# host_cpu_oci_dct_packer

host_cpu_oci_dct_packer/gate_families.png
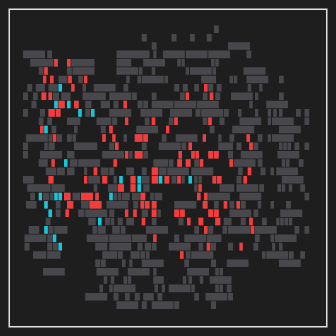

$ cat src/rtl/host_cpu_oci_dct_pkg.sv
// Shared definitions for the OCI compressed-trace (DCT) frame interface,
// used by the packer, the trace generator and the frame consumer.
package host_cpu_oci_dct_pkg;

  localparam int ATOM_W      = 2;
  localparam int FRAME_ATOMS = 15;
  localparam int COUNT_W     = 4;
  localparam int FRAME_W     = ATOM_W * FRAME_ATOMS;

  typedef enum logic [1:0] {
    ACCUM = 2'd0,
    FLUSH = 2'd1,
    ENDED = 2'd2
  } dct_state_t;

  // Atom encoding agreed between trace generator and consumer.
  typedef enum logic [ATOM_W-1:0] {
    ATOM_IDLE   = 2'd0,
    ATOM_EXEC   = 2'd1,
    ATOM_SKIP   = 2'd2,
    ATOM_EXCEPT = 2'd3
  } dct_atom_t;

endpackage

$ cat src/rtl/host_cpu_oci_dct_packer_outreg.sv
// Single-entry valid/ready holding register for one packed trace frame.
// The frame is held stable until the consumer accepts it.
module host_cpu_oci_dct_outreg
  import host_cpu_oci_dct_pkg::*;
(
  input  logic               clk,
  input  logic               reset,
  input  logic               load,
  input  logic [FRAME_W-1:0] load_frame,
  input  logic [COUNT_W-1:0] load_count,
  input  logic               ready,
  output logic [FRAME_W-1:0] frame,
  output logic [COUNT_W-1:0] count,
  output logic               valid,
  output logic               free
);

  logic [FRAME_W-1:0] frame_p1;
  logic [COUNT_W-1:0] count_p1;
  logic               vld_p1;

  // A held frame leaving this cycle makes room for the next one.
  assign free = !vld_p1 || ready;

  // Stage p1: frame presented to the consumer
  always_ff @(posedge clk) begin
    if (reset) begin
      frame_p1 <= '0;
      count_p1 <= '0;
      vld_p1   <= 1'b0;
    end else if (load) begin
      frame_p1 <= load_frame;
      count_p1 <= load_count;
      vld_p1   <= 1'b1;
    end else if (ready) begin
      vld_p1   <= 1'b0;
    end
  end

  assign frame = frame_p1;
  assign count = count_p1;
  assign valid = vld_p1;

endmodule

$ cat src/rtl/host_cpu_oci_dct_packer.sv
// Producer side of the OCI compressed-trace frame interface: packs 2-bit
// trace atoms LSB-first into 15-atom frames and drives the end-of-test flush.
module host_cpu_oci_dct_packer
  import host_cpu_oci_dct_pkg::*;
#(
  parameter int DROP_W = 8
) (
  input  logic               clk,
  input  logic               reset,
  input  logic               atom_valid,
  input  logic [ATOM_W-1:0]  atom,
  input  logic               test_ending,
  output logic [FRAME_W-1:0] dct_buffer,
  output logic [COUNT_W-1:0] dct_count,
  output logic               dct_valid,
  input  logic               dct_ready,
  output logic               test_has_ended,
  output logic [DROP_W-1:0]  dropped_atoms
);

  function automatic logic [DROP_W-1:0] sat_inc(input logic [DROP_W-1:0] v);
    return (&v) ? v : v + 1'b1;
  endfunction

  dct_state_t         state_p0;
  dct_state_t         state_next;
  logic [FRAME_W-1:0] acc_p0;
  logic [FRAME_W-1:0] acc_next;
  logic [COUNT_W-1:0] acc_count_p0;
  logic [COUNT_W-1:0] acc_count_next;
  logic [DROP_W-1:0]  dropped_p0;

  logic accumulating;
  logic flushing;
  logic ended;
  logic free;
  logic full;
  logic transfer;
  logic accept;
  logic drop;

  // FSM: state register
  always_ff @(posedge clk) begin
    if (reset) state_p0 <= ACCUM;
    else       state_p0 <= state_next;
  end

  // FSM: next state
  always_comb begin
    state_next = state_p0;
    case (state_p0)
      ACCUM:   if (test_ending) state_next = FLUSH;
      // Ended only once the accumulator is empty and no frame is left waiting.
      FLUSH:   if (acc_count_p0 == '0 && free) state_next = ENDED;
      ENDED:   state_next = ENDED;
      default: state_next = ACCUM;
    endcase
  end

  // FSM: outputs
  always_comb begin
    accumulating = 1'b0;
    flushing     = 1'b0;
    ended        = 1'b0;
    case (state_p0)
      ACCUM:   accumulating = 1'b1;
      FLUSH:   flushing     = 1'b1;
      ENDED:   ended        = 1'b1;
      default: accumulating = 1'b1;
    endcase
  end

  assign full     = (acc_count_p0 == COUNT_W'(FRAME_ATOMS));
  assign transfer = free && ((accumulating && full) ||
                             (flushing && acc_count_p0 != '0));
  assign accept   = atom_valid && accumulating && (!full || transfer);
  assign drop     = atom_valid && accumulating && full && !free;

  // A transfer empties the accumulator first, so a same-cycle atom lands in slot 0.
  always_comb begin
    acc_next       = acc_p0;
    acc_count_next = acc_count_p0;
    if (transfer) begin
      acc_next       = '0;
      acc_count_next = '0;
    end
    if (accept) begin
      acc_next       = acc_next | (FRAME_W'(atom) << (ATOM_W * int'(acc_count_next)));
      acc_count_next = acc_count_next + 1'b1;
    end
  end

  // Stage p0: accumulator and drop counter
  always_ff @(posedge clk) begin
    if (reset) begin
      acc_p0       <= '0;
      acc_count_p0 <= '0;
      dropped_p0   <= '0;
    end else begin
      acc_p0       <= acc_next;
      acc_count_p0 <= acc_count_next;
      if (drop) dropped_p0 <= sat_inc(dropped_p0);
    end
  end

  host_cpu_oci_dct_outreg u_outreg (
    .clk        (clk),
    .reset      (reset),
    .load       (transfer),
    .load_frame (acc_p0),
    .load_count (acc_count_p0),
    .ready      (dct_ready),
    .frame      (dct_buffer),
    .count      (dct_count),
    .valid      (dct_valid),
    .free       (free)
  );

  assign test_has_ended = ended;
  assign dropped_atoms  = dropped_p0;

endmodule
$ cat config.mk
export PLATFORM = sky130hd
export DESIGN_NAME = host_cpu_oci_dct_packer
export DESIGN_NICKNAME = d
export VERILOG_FILES = /design/src/rtl/host_cpu_oci_dct_pkg.sv /design/src/rtl/host_cpu_oci_dct_packer_outreg.sv /design/src/rtl/host_cpu_oci_dct_packer.sv
export SDC_FILE = /design/constraint.sdc
export NUM_CORES = 1
export LEC_CHECK = 0
export ABC_AREA = 1
export CORE_MARGIN = 4
export CORE_UTILIZATION = 35
export CTS_CLUSTER_DIAMETER = 30
export DETAILED_ROUTE_END_ITERATION = 8
export GPL_ROUTABILITY_DRIVEN = 0
export PLACE_DENSITY = 0.58
export RECOVER_POWER = 100
export SKIP_LAST_GASP = 1
export SLEW_MARGIN = 10
export SYNTH_ARGS = -nofsm -noshare
export SYNTH_HDL_FRONTEND = slang
export SYNTH_SLANG_ARGS = --single-unit
$ cat constraint.sdc
create_clock -name clk -period 2.1 [get_ports clk]
set_clock_uncertainty 0.05 [all_clocks]
set_input_delay 0.42 -clock clk [delete_from_list [all_inputs] [get_ports clk]]
set_output_delay 0.42 -clock clk [all_outputs]
set_load 0.1 [all_outputs]
# rtr_la_route_calc

$ cat config.mk
export PLATFORM = sky130hd
export DESIGN_NAME = rtr_la_route_calc
export DESIGN_NICKNAME = d
export VERILOG_FILES = /design/src/rtl/rtr_la_route_calc.sv
export SDC_FILE = /design/constraint.sdc
export NUM_CORES = 1
export LEC_CHECK = 0
export ABC_AREA = 1
export CORE_UTILIZATION = 45
export DETAILED_ROUTE_END_ITERATION = 8
export GPL_ROUTABILITY_DRIVEN = 0
export GPL_TIMING_DRIVEN = 1
export HOLD_SLACK_MARGIN = 0.05
export PLACE_DENSITY = 0.73
export SYNTH_ARGS = -nofsm -noshare
export SYNTH_HDL_FRONTEND = slang
export SYNTH_SLANG_ARGS = --single-unit
$ cat constraint.sdc
create_clock -name clk -period 1.6 [get_ports clk]
set_clock_uncertainty 0.05 [all_clocks]
set_input_delay 0.32 -clock clk [delete_from_list [all_inputs] [get_ports clk]]
set_output_delay 0.32 -clock clk [all_outputs]
set_load 0.02 [all_outputs]
$ cat src/rtl/rtr_la_route_calc.sv
// Lookahead route calculation for phased DOR: next-hop router address + destination info -> {port, class}.
// Optional sticky address range error output enabled by defining RTR_LA_ROUTE_ERR_CHECK_EN.
`ifndef CONNECTIVITY_LINE
`define CONNECTIVITY_LINE 0
`endif
`ifndef CONNECTIVITY_RING
`define CONNECTIVITY_RING 1
`endif
`ifndef CONNECTIVITY_FULL
`define CONNECTIVITY_FULL 2
`endif
`ifndef ROUTING_TYPE_PHASED_DOR
`define ROUTING_TYPE_PHASED_DOR 0
`endif

module rtr_la_route_calc #(
    parameter int unsigned num_resource_classes = 2,
    parameter int unsigned num_routers_per_dim  = 4,
    parameter int unsigned num_dimensions       = 2,
    parameter int unsigned num_nodes_per_router = 1,
    parameter int unsigned connectivity         = `CONNECTIVITY_LINE,
    parameter int unsigned routing_type         = `ROUTING_TYPE_PHASED_DOR,
    localparam int unsigned dim_addr_width      = $clog2(num_routers_per_dim),
    localparam int unsigned router_addr_width   = num_dimensions * dim_addr_width,
    localparam int unsigned node_addr_width     = $clog2(num_nodes_per_router),
    localparam int unsigned num_neighbors_per_dim =
        (connectivity == `CONNECTIVITY_FULL) ? num_routers_per_dim - 1 : 2,
    localparam int unsigned num_ports =
        num_dimensions * num_neighbors_per_dim + num_nodes_per_router,
    localparam int unsigned port_idx_width           = $clog2(num_ports),
    localparam int unsigned resource_class_idx_width = $clog2(num_resource_classes),
    localparam int unsigned dest_info_width =
        num_resource_classes * router_addr_width + node_addr_width,
    localparam int unsigned lar_info_width = port_idx_width + resource_class_idx_width
) (
    input  logic                                clk,
    input  logic                                reset,
    input  logic                                in_valid,
    output logic                                in_ready,
    input  logic [router_addr_width-1:0]        in_router_address,
    input  logic [dest_info_width-1:0]          in_dest_info,
    input  logic [resource_class_idx_width-1:0] in_resource_class,
    output logic                                out_valid,
    input  logic                                out_ready,
    output logic [lar_info_width-1:0]           out_lar_info,
`ifdef RTR_LA_ROUTE_ERR_CHECK_EN
    output logic                                err_addr_range,
`endif
    output logic [dest_info_width-1:0]          out_dest_info
);
    localparam int unsigned DW  = dim_addr_width;
    localparam int unsigned RAW = router_addr_width;
    localparam int unsigned PW  = port_idx_width;
    localparam int unsigned RCW = resource_class_idx_width;
    localparam int unsigned PLW = lar_info_width + dest_info_width;

    if (routing_type != `ROUTING_TYPE_PHASED_DOR) begin : g_bad_routing_type
        $error("rtr_la_route_calc: only phased DOR routing is supported");
    end

    logic [RCW-1:0] rc;
    logic [RAW-1:0] dest_cur;
    logic [DW-1:0]  cur, dst;
    logic [DW:0]    diff, up;
    logic [PW-1:0]  port, node_port;

    if (node_addr_width > 0) begin : g_node
        assign node_port = PW'(in_dest_info[num_resource_classes*RAW +: node_addr_width]);
    end else begin : g_no_node
        assign node_port = '0;
    end

    // Class advance, destination select and port select; dim 0 occupies the address MSBs
    always_comb begin
        rc = in_resource_class;
        for (int k = 0; k < int'(num_resource_classes) - 1; k++) begin
            if (rc == RCW'(k) && in_router_address == in_dest_info[k*RAW +: RAW])
                rc = RCW'(k + 1);
        end
        dest_cur = in_dest_info[0 +: RAW];
        for (int k = 1; k < int'(num_resource_classes); k++) begin
            if (rc == RCW'(k))
                dest_cur = in_dest_info[k*RAW +: RAW];
        end
        cur  = '0;
        dst  = '0;
        diff = '0;
        up   = '0;
        port = '0;
        // Descending scan so the lowest differing dimension wins
        for (int d = int'(num_dimensions) - 1; d >= 0; d--) begin
            cur  = in_router_address[(int'(num_dimensions) - 1 - d)*DW +: DW];
            dst  = dest_cur[(int'(num_dimensions) - 1 - d)*DW +: DW];
            diff = (DW+1)'(dst) - (DW+1)'(cur);
            up   = diff[DW] ? diff + (DW+1)'(num_routers_per_dim) : diff;
            if (cur != dst) begin
                case (connectivity)
                    `CONNECTIVITY_RING:
                        port = (up <= (DW+1)'(num_routers_per_dim / 2)) ? PW'(2*d + 1) : PW'(2*d);
                    `CONNECTIVITY_FULL:
                        port = PW'(d * (int'(num_routers_per_dim) - 1)) + PW'(up) - PW'(1);
                    default:
                        port = diff[DW] ? PW'(2*d) : PW'(2*d + 1);
                endcase
            end
        end
        if (in_router_address == dest_cur)
            port = PW'(num_dimensions * num_neighbors_per_dim) + node_port;
    end

    // Two-entry elastic buffer: main register drives the output, skid absorbs one stall
    logic           main_vld_q, main_vld_d, skid_vld_q, skid_vld_d;
    logic [PLW-1:0] main_q, main_d, skid_q, skid_d, entry;
    logic           push, pop;

    assign in_ready = ~skid_vld_q;
    assign push     = in_valid & ~skid_vld_q;
    assign pop      = main_vld_q & out_ready;
    assign entry    = {port, rc, in_dest_info};

    always_comb begin
        main_vld_d = main_vld_q;
        skid_vld_d = skid_vld_q;
        main_d     = main_q;
        skid_d     = skid_q;
        if (pop) begin
            if (skid_vld_q) begin
                main_d     = skid_q;
                skid_vld_d = 1'b0;
            end else begin
                main_vld_d = push;
                if (push)
                    main_d = entry;
            end
        end else if (push) begin
            if (main_vld_q) begin
                skid_d     = entry;
                skid_vld_d = 1'b1;
            end else begin
                main_d     = entry;
                main_vld_d = 1'b1;
            end
        end
    end

    always_ff @(posedge clk or posedge reset) begin
        if (reset) begin
            main_vld_q <= 1'b0;
            skid_vld_q <= 1'b0;
            main_q     <= '0;
            skid_q     <= '0;
        end else begin
            main_vld_q <= main_vld_d;
            skid_vld_q <= skid_vld_d;
            main_q     <= main_d;
            skid_q     <= skid_d;
        end
    end

    assign out_valid     = main_vld_q;
    assign out_lar_info  = main_q[PLW-1 -: lar_info_width];
    assign out_dest_info = main_q[dest_info_width-1:0];

`ifdef RTR_LA_ROUTE_ERR_CHECK_EN
    logic err_q, err_d, bad;

    // Flag any out-of-range dimension field or class on an accepted flit; sticky until reset
    always_comb begin
        bad = 32'(in_resource_class) >= num_resource_classes;
        for (int d = 0; d < int'(num_dimensions); d++) begin
            if (32'(in_router_address[d*DW +: DW]) >= num_routers_per_dim ||
                32'(dest_cur[d*DW +: DW]) >= num_routers_per_dim)
                bad = 1'b1;
        end
        err_d = err_q | (push & bad);
    end

    always_ff @(posedge clk or posedge reset) begin
        if (reset)
            err_q <= 1'b0;
        else
            err_q <= err_d;
    end

    assign err_addr_range = err_q;
`endif

endmodule

# wir_ctrl

File: src/rtl/wir_ctrl.sv
// wir_ctrl: IEEE 1500 wrapper instruction register with opcode decode, DR strobe gating and WSO mux.
// Define WIR_PARITY_EN to add an odd-parity bit above the opcode in the WIR shift path.
`timescale 1ns/1ps
module wir_ctrl #(
  parameter int WIR_WIDTH = 8,
  parameter int NUM_WDR   = 4
) (
  input  logic                 wrck,
  input  logic                 wrstn,
  input  logic                 wsi,
  input  logic                 selectwir,
  input  logic                 capturewr,
  input  logic                 shiftwr,
  input  logic                 updatewr,
  input  logic [WIR_WIDTH-3:0] status_in,
  input  logic                 wby_so,
  input  logic                 wbr_so,
  input  logic [NUM_WDR-1:0]   wdr_so,
  output logic                 wso,
  output logic                 sel_wby,
  output logic                 sel_wbr,
  output logic [NUM_WDR-1:0]   sel_wdr,
  output logic [1:0]           wbr_mode,
  output logic                 dr_shift,
  output logic                 dr_capture,
  output logic                 dr_update,
  output logic                 illegal_op,
  output logic [WIR_WIDTH-1:0] wir_active
);

`ifdef WIR_PARITY_EN
  localparam int SR_W = WIR_WIDTH + 1;
`else
  localparam int SR_W = WIR_WIDTH;
`endif
  // Opcode comparisons are done at 17 bits so NUM_WDR never truncates at small WIR_WIDTH.
  localparam logic [16:0] OP_LIMIT = 17'(4 + NUM_WDR);

  logic [SR_W-1:0]      shift_reg;
  logic [SR_W-1:0]      shift_next;
  logic [WIR_WIDTH-1:0] upd_reg;
  logic                 illegal_reg;
  logic                 wso_reg;
  logic                 wso_next;
  logic [WIR_WIDTH-1:0] shift_op;
  logic [WIR_WIDTH-1:0] capture_val;
  logic [16:0]          upd_ext;
  logic                 op_legal;
  logic                 reg_so;

  assign capture_val = {status_in, 2'b01};
  assign shift_op    = shift_reg[WIR_WIDTH-1:0];

  always_comb begin
    shift_next = shift_reg;
    if (selectwir && shiftwr) begin
      shift_next = {shift_reg[SR_W-2:0], wsi};
    end else if (selectwir && capturewr) begin
`ifdef WIR_PARITY_EN
      shift_next = {~^capture_val, capture_val};
`else
      shift_next = capture_val;
`endif
    end
  end

`ifdef WIR_PARITY_EN
  assign op_legal = (17'(shift_op) < OP_LIMIT) && (shift_reg[WIR_WIDTH] == ~^shift_op);
`else
  assign op_legal = (17'(shift_op) < OP_LIMIT);
`endif

  always_ff @(posedge wrck or negedge wrstn) begin
    if (!wrstn) begin
      shift_reg <= '0;
    end else begin
      shift_reg <= shift_next;
    end
  end

  // Update and WSO retiming both live on the falling edge, away from the shift edge.
  always_ff @(negedge wrck or negedge wrstn) begin
    if (!wrstn) begin
      upd_reg     <= '0;
      illegal_reg <= 1'b0;
      wso_reg     <= 1'b0;
    end else begin
      if (selectwir && updatewr) begin
        upd_reg     <= op_legal ? shift_op : '0;
        illegal_reg <= ~op_legal;
      end
      wso_reg <= wso_next;
    end
  end

  assign upd_ext  = 17'(upd_reg);
  assign sel_wby  = (upd_ext == 17'd0);
  assign sel_wbr  = (upd_ext >= 17'd1) && (upd_ext <= 17'd3);
  assign wbr_mode = sel_wbr ? upd_reg[1:0] : 2'b00;

  genvar gi;
  generate
    for (gi = 0; gi < NUM_WDR; gi++) begin : g_wdr_sel
      assign sel_wdr[gi] = (upd_ext == 17'(4 + gi));
    end
  endgenerate

  assign reg_so   = (sel_wby & wby_so) | (sel_wbr & wbr_so) | (|(sel_wdr & wdr_so));
  assign wso_next = selectwir ? shift_reg[SR_W-1] : reg_so;

  assign dr_shift   = shiftwr   & ~selectwir;
  assign dr_capture = capturewr & ~selectwir;
  assign dr_update  = updatewr  & ~selectwir;

  assign wso        = wso_reg;
  assign illegal_op = illegal_reg;
  assign wir_active = upd_reg;

endmodule

File: config.mk
export PLATFORM = sky130hd
export DESIGN_NAME = wir_ctrl
export DESIGN_NICKNAME = d
export VERILOG_FILES = /design/src/rtl/wir_ctrl.sv
export SDC_FILE = /design/constraint.sdc
export NUM_CORES = 1
export LEC_CHECK = 0
export CAP_MARGIN = 5
export CORE_ASPECT_RATIO = 1.5
export CORE_MARGIN = 3
export CORE_UTILIZATION = 41
export CTS_CLUSTER_DIAMETER = 80
export CTS_CLUSTER_SIZE = 16
export DETAILED_ROUTE_END_ITERATION = 7
export HOLD_SLACK_MARGIN = 0.08
export MAX_ROUTING_LAYER = met4
export PLACE_DENSITY_LB_ADDON = 0.25
export SETUP_SLACK_MARGIN = 0.1
export SLEW_MARGIN = 40
export SYNTH_ARGS = -nofsm -noshare
export SYNTH_HDL_FRONTEND = slang
export SYNTH_SLANG_ARGS = --single-unit
File: constraint.sdc
create_clock -name wrck -period 2.22 [get_ports wrck]
set_clock_uncertainty 0.05 [all_clocks]
set_input_delay 0.444 -clock wrck [delete_from_list [all_inputs] [get_ports wrck]]
set_output_delay 0.444 -clock wrck [all_outputs]
set_load 0.01 [all_outputs]
host_cpu_oci_dct_packer/registers.png
Other sequential cells in the stronger gray, the rest of the logic in the fainter gray.
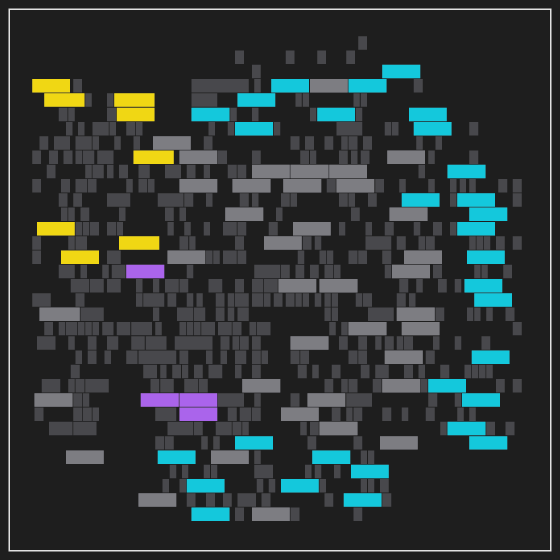
| color | netlist name | sequential cells |
|---|---|---|
| yellow | `dropped_atoms` | 8 |
| cyan | `u_outreg.frame` | 30 |
| purple | `acc_count_p0` | 4 |
not colored: 37

About host_cpu_oci_dct_packer/gate_families.png:
| color | family | cells | most used |
|---|---|---|---|
| cyan | inverters | 22 | inv_1 |
| red | NAND gates | 97 | nand2_1 |
combinational fraction of the cell area: 35.8%
Non-Filler Instances: 584
most used logic cell in the final layout: nor2_1

==> impl_metrics.py, host_cpu_oci_dct_packer <==
# Synthesis and PnR figures
metrics = {
    "synth": {
        "xor_share_pct": 1.39,
        "yosys.area_share.simple_pct": 26.1,
    },
    "global_route": {
        "grt_start_max_net_pins": 32,
        "first_global_vias": 2621,
        "grt_overflow": 0,
    },
    "setup_path": {
        "slowest_stage": "dfxtp_1",
        "end_kind": "flop",
        "path_depth": 11,
        "rrSetupSlack_ns": 0.20,
    },
    "status": {
        "outcome": "finished, final reports clean",
    },
    "layout": {
        "design_area_um2": 3820,
        "comb_area_um2": 1370,
        "fillers": 930,
        "buffers": 71,
    },
    "floorplan": {
        "chipHeight_um": 103,
    },
    "final_timing": {
        "min_period_over_period_pct": 90.3,
        "rsz0062_at_grt": "no",
    },
    "cts": {
        "cts_hold_buffers": 0,
        "insertion_delay_ns": 0.35,
        "clockBufferDepth": 2,
    },
    "pwr": {
        "p_clk_share_pct": 20.0,
    },
    "worst_hold_path": {
        "hold_path_class": "flop to flop",
    },
}
[host_cpu_oci_dct_packer: placed cells by master, fill, tap and decap left out]
cell type,Yosys,layout
nor2_1,85,83
dfxtp_1,79,74
nand2_1,60,61
clkbuf_2,0,46
o21ai_0,44,44
a21oi_1,42,42
nand3_1,25,25
inv_1,21,20
buf_4,4,13
clkbuf_8,0,9
clkdlybuf4s50_1,0,6
dfxtp_2,0,5
nand4_1,4,4
nor2_2,2,4
ha_1,4,4
nand2_2,4,3
xor2_1,3,3
clkbuf_4,0,3
nor2_4,2,2
or2_2,2,2
nand2_4,2,2
inv_2,1,2
nand3b_1,2,2
xnor2_1,2,2
inv_6,0,2
clkbuf_1,11,2
buf_12,0,2
o211ai_2,1,1
a21boi_0,1,1
nor4_1,1,1
nor3_1,1,1
and3_1,1,1
clkinv_2,0,1
clkinvlp_4,0,1
clkinv_4,0,1
bufinv_16,0,1
[host_cpu_oci_dct_packer: sequential cells by signal, summed over array words and instances (netlist names)]
| name | cells |
|---|---|
| acc_p0 | 30 |
| u_outreg.frame | 30 |
| dropped_atoms | 8 |
| acc_count_p0 | 4 |
| u_outreg.count | 4 |
| state_p0 | 2 |
| u_outreg.valid | 1 |
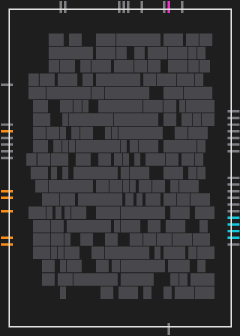
wir_ctrl/pins.png
Pins as bars across the die edge, other pins in gray.
| color | port | pins | direction | edge |
|---|---|---|---|---|
| orange | `status_in` | 6 | input | left |
| cyan | `wdr_so` | 4 | input | right |
| magenta | `wrstn` | 1 | input | top |

==> impl_metrics.py, wir_ctrl <==
# Synthesis and PnR figures
metrics = {
    "setup_path": {
        "r2r-end": "illegal_op",
        "r2r_start": "shift_op[6]",
        "rrSetupSlack_ns": -0.23,
        "critPathMaxStageDelay_ns": 0.58,
    },
    "floorplan": {
        "fp_util_pct": 44.6,
        "num_rows": 20,
    },
    "cts": {
        "htreeDepth": 1,
        "cts_tree": "built",
    },
    "route": {
        "wl_met2_mm": 1.67,
        "wl_mm": 2.79,
        "drt-met1-wl_um": 933,
        "highest_layer": "met4",
    },
    "global_route": {
        "met1_usage_pct": 18.2,
        "grt_overflow": 0,
        "met3_usage_pct": 1.39,
        "grt_pass1_wl_mm": 4.42,
    },
    "synth": {
        "yosysWarningCount": 0,
        "ys_area_um2": 937,
        "synth_area_leader_cell": "dfrtn_1",
        "synthTopLogicFamily": "simple AND/OR/NAND/NOR gates",
        "yosys-stat-cells": 103,
        "edf_count": 0,
        "top_cells_by_count": "25 x nand2_1, 10 x dfrtn_1, 8 x dfrtp_1",
    },
    "final_timing": {
        "setup_ws_ns": -1.26,
        "whs_ns": 0.483,
        "setup_viol": 22,
    },
    "layout": {
        "n_all_inverters": 1,
        "fillers": 152,
        "final_nets": 196,
        "clk_share_pct": 2.13,
    },
    "pwr": {
        "p_leak_nw": 0.872,
        "peakVddDrop_v": 0.000420,
        "switching_power_mw": 0.303,
    },
    "status": {
        "outcome": "finished with violations",
        "violations": "setup timing",
    },
    "worst_hold_path": {
        "min_to": "illegal_op",
    },
}
==> wir_ctrl: worst reg2reg max path, delay by kind of cell (launching register included) <==
kind,cells,cell delay (ns)
AND/OR/NAND/NOR,2,0.68
AND-OR/OR-AND,1,0.06
flip-flops,1,0.40
==> wir_ctrl: worst max path at each step <==
| stage | to | start | cells after the start | slack (ns) |
|---|---|---|---|---|
| floorplan | sel_wby | wir_active[6] | 3 | -0.81 |
| global placement | sel_wby | wir_active[6] | 4 | -1.26 |
| detailed placement | sel_wby | wir_active[6] | 4 | -1.30 |
| CTS | sel_wby | wir_active[3] | 4 | -1.23 |
| global route | sel_wby | wir_active[3] | 4 | -1.31 |
| finish | sel_wby | wir_active[3] | 4 | -1.26 |
==> wir_ctrl: power groups by stage <==
| stage | Combinational (mW) | Sequential [mW] | Clock, mW |
|---|---|---|---|
| after CTS | 0.380 | 0.392 | 0.202 |
| final | 0.408 | 0.395 | 0.199 |
| after global routing | 0.442 | 0.401 | 0.217 |
| after global placement | 0.350 | 0.406 | 0 |
| after floorplan | 0.164 | 0.403 | 0 |
| after detailed placement | 0.360 | 0.409 | 0 |
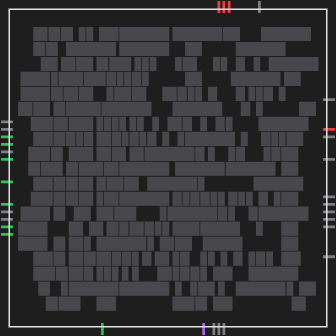
rtr_la_route_calc/pins.png
Pins as bars across the die edge, other pins in gray.
| color | port | pins | direction | edge |
|---|---|---|---|---|
| purple | `in_ready` | 1 | output | bottom |
| red | `out_lar_info` | 4 | output | 3 top, 1 right |
| green | `in_dest_info` | 8 | input | 7 left, 1 bottom |
all pins by edge: 12 left, 10 right, 5 bottom, 4 top

==> impl_metrics.py, rtr_la_route_calc <==
# Synthesis and PnR figures
metrics = {
    "status": {
        "outcome": "finished with violations",
        "violations": "DRC, setup timing",
    },
    "synth": {
        "syn-instance-count": 186,
        "synth_cell_types": 19,
        "ys_area_um2": 1380,
        "syn_avg_cell_area_um2": 7.43,
        "ys_ff": 26,
    },
    "setup_path": {
        "start_kind": "primary input",
        "arrival_ns": 1.96,
        "slowest_stage": "ha_1",
        "r2r-end": "skid_q[2]",
        "criticalPathCategory": "primary input to flop",
        "critPathCapture": "main_q[9]",
    },
    "cts": {
        "clockBufferDepth": 2,
        "cts_hold_buffers": 0,
        "cts_sinks": 26,
    },
    "route": {
        "drcViolationCount": 1,
        "met3WireLength_um": 163,
    },
    "pwr": {
        "power.density_nw_per_um2": 1360,
        "p_clk_mw": 0.347,
        "p_int_mw": 1.69,
    },
    "layout": {
        "antenna_cells": 0,
        "final_cells": 275,
        "clk_share_pct": 1.72,
        "fin_util_pct": 74.4,
        "fillers": 205,
        "comb_area_share_pct": 32.1,
    },
    "floorplan": {
        "core_area_um2": 2830,
    },
    "placed_design": {
        "pre_cts_ws_ns": -0.976,
    },
    "final_timing": {
        "whs_ns": 0.272,
        "setup_viol": 3,
        "setup_ws_ns": -0.122,
    },
    "global_route": {
        "grt_util_met2_pct": 38.9,
    },
}
## rtr_la_route_calc: worst max-delay path: cells and delay by family
kind                       cells  cell delay, ns
AOI/OAI and AO/OA              1            0.05
buffers and inverters          2            0.16
and+or+nand+nor               12            1.12
adders and majority gates      1            0.31
## rtr_la_route_calc: worst min-delay path by stage
| stage | from | end | slack [ns] | cells after the start |
|---|---|---|---|---|
| 6_report | reset | main_q[7] | 0.27 | 3 |
| 5_1_grt | reset | main_q[7] | 0.29 | 3 |
| 4_1_cts | in_dest_info[0] | skid_q[0] | 0.27 | 4 |
| 3_5_place_dp | skid_q[6] | skid_q[6] | 0.42 | 2 |
| 3_3_place_gp | skid_q[7] | skid_q[7] | 0.42 | 2 |
| 2_1_floorplan | reset | main_q[0] | 0.31 | 1 |
## rtr_la_route_calc: kinds of logic (layout without fill, tap and decap cells)
group | count (synthesis) | after routing | share of synthesized area (%)
and+or+nand+nor | 76 | 77 | 21.9
AOI/OAI and AO/OA | 41 | 41 | 15.5
DFF | 26 | 26 | 47.1
buffers and inverters | 39 | 96 | 11.9
adders and majority gates | 4 | 4 | 3.62

==> layout pictures side by side <==
Met1 routing.
Supply wires on this layer in gray.
picture 1
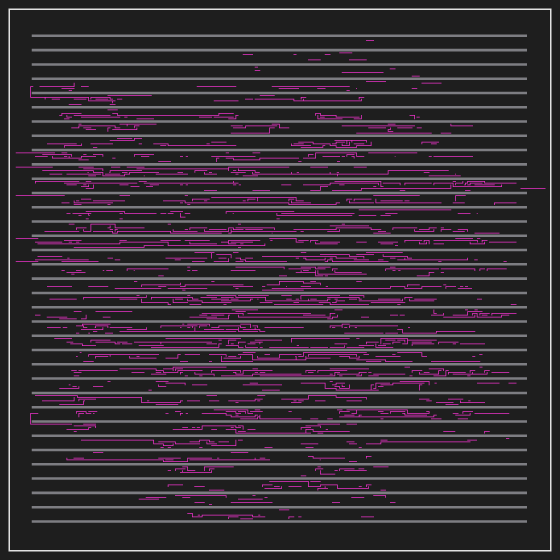
picture 2
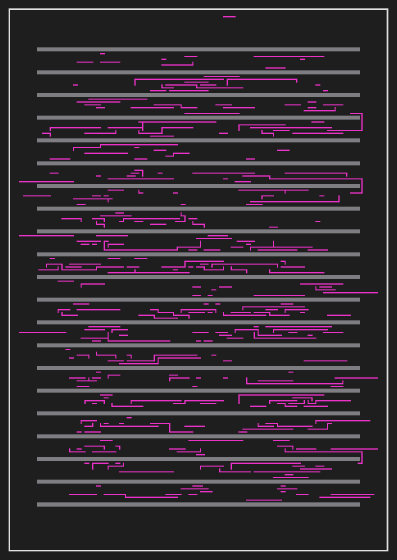
picture 3
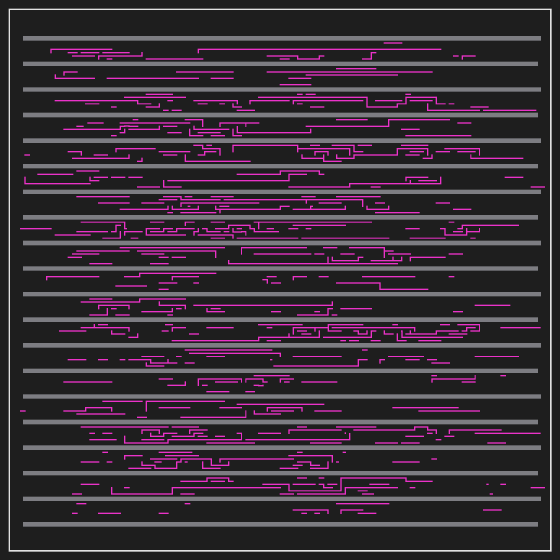
host_cpu_oci_dct_packer: picture 1
rtr_la_route_calc: picture 3
wir_ctrl: picture 2

Key to picture 3:
nets with wire on the layer: 236
wire length on this layer: 1440 µm
longest straight run: 25.8 µm



==> gallery <==
Clock nets.
(a)
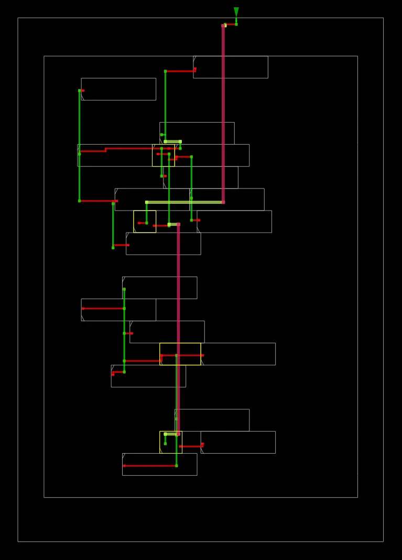
(b)
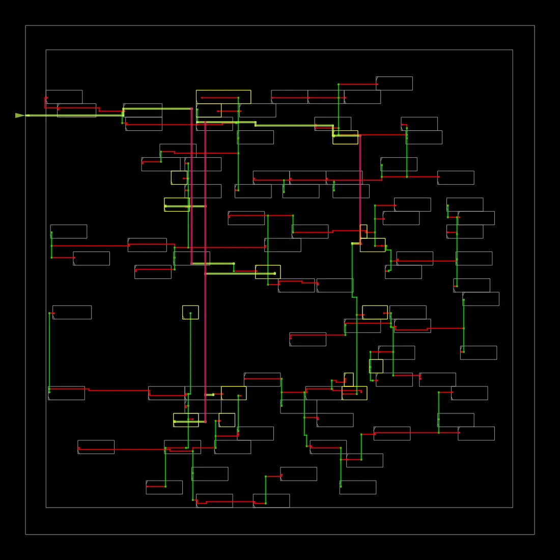
(c)
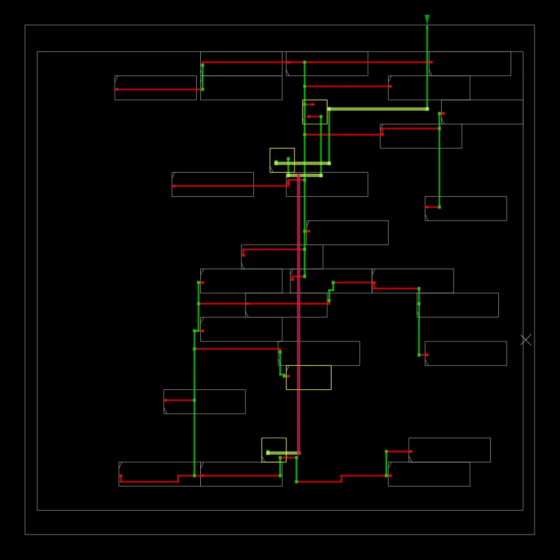
The one with the most sequential cells is (b).
The one with the most clock buffers is (b).
(c): rtr_la_route_calc
(b): host_cpu_oci_dct_packer
(a): wir_ctrl

Power figures rest on the tool's default switching activity, not on a simulated workload.
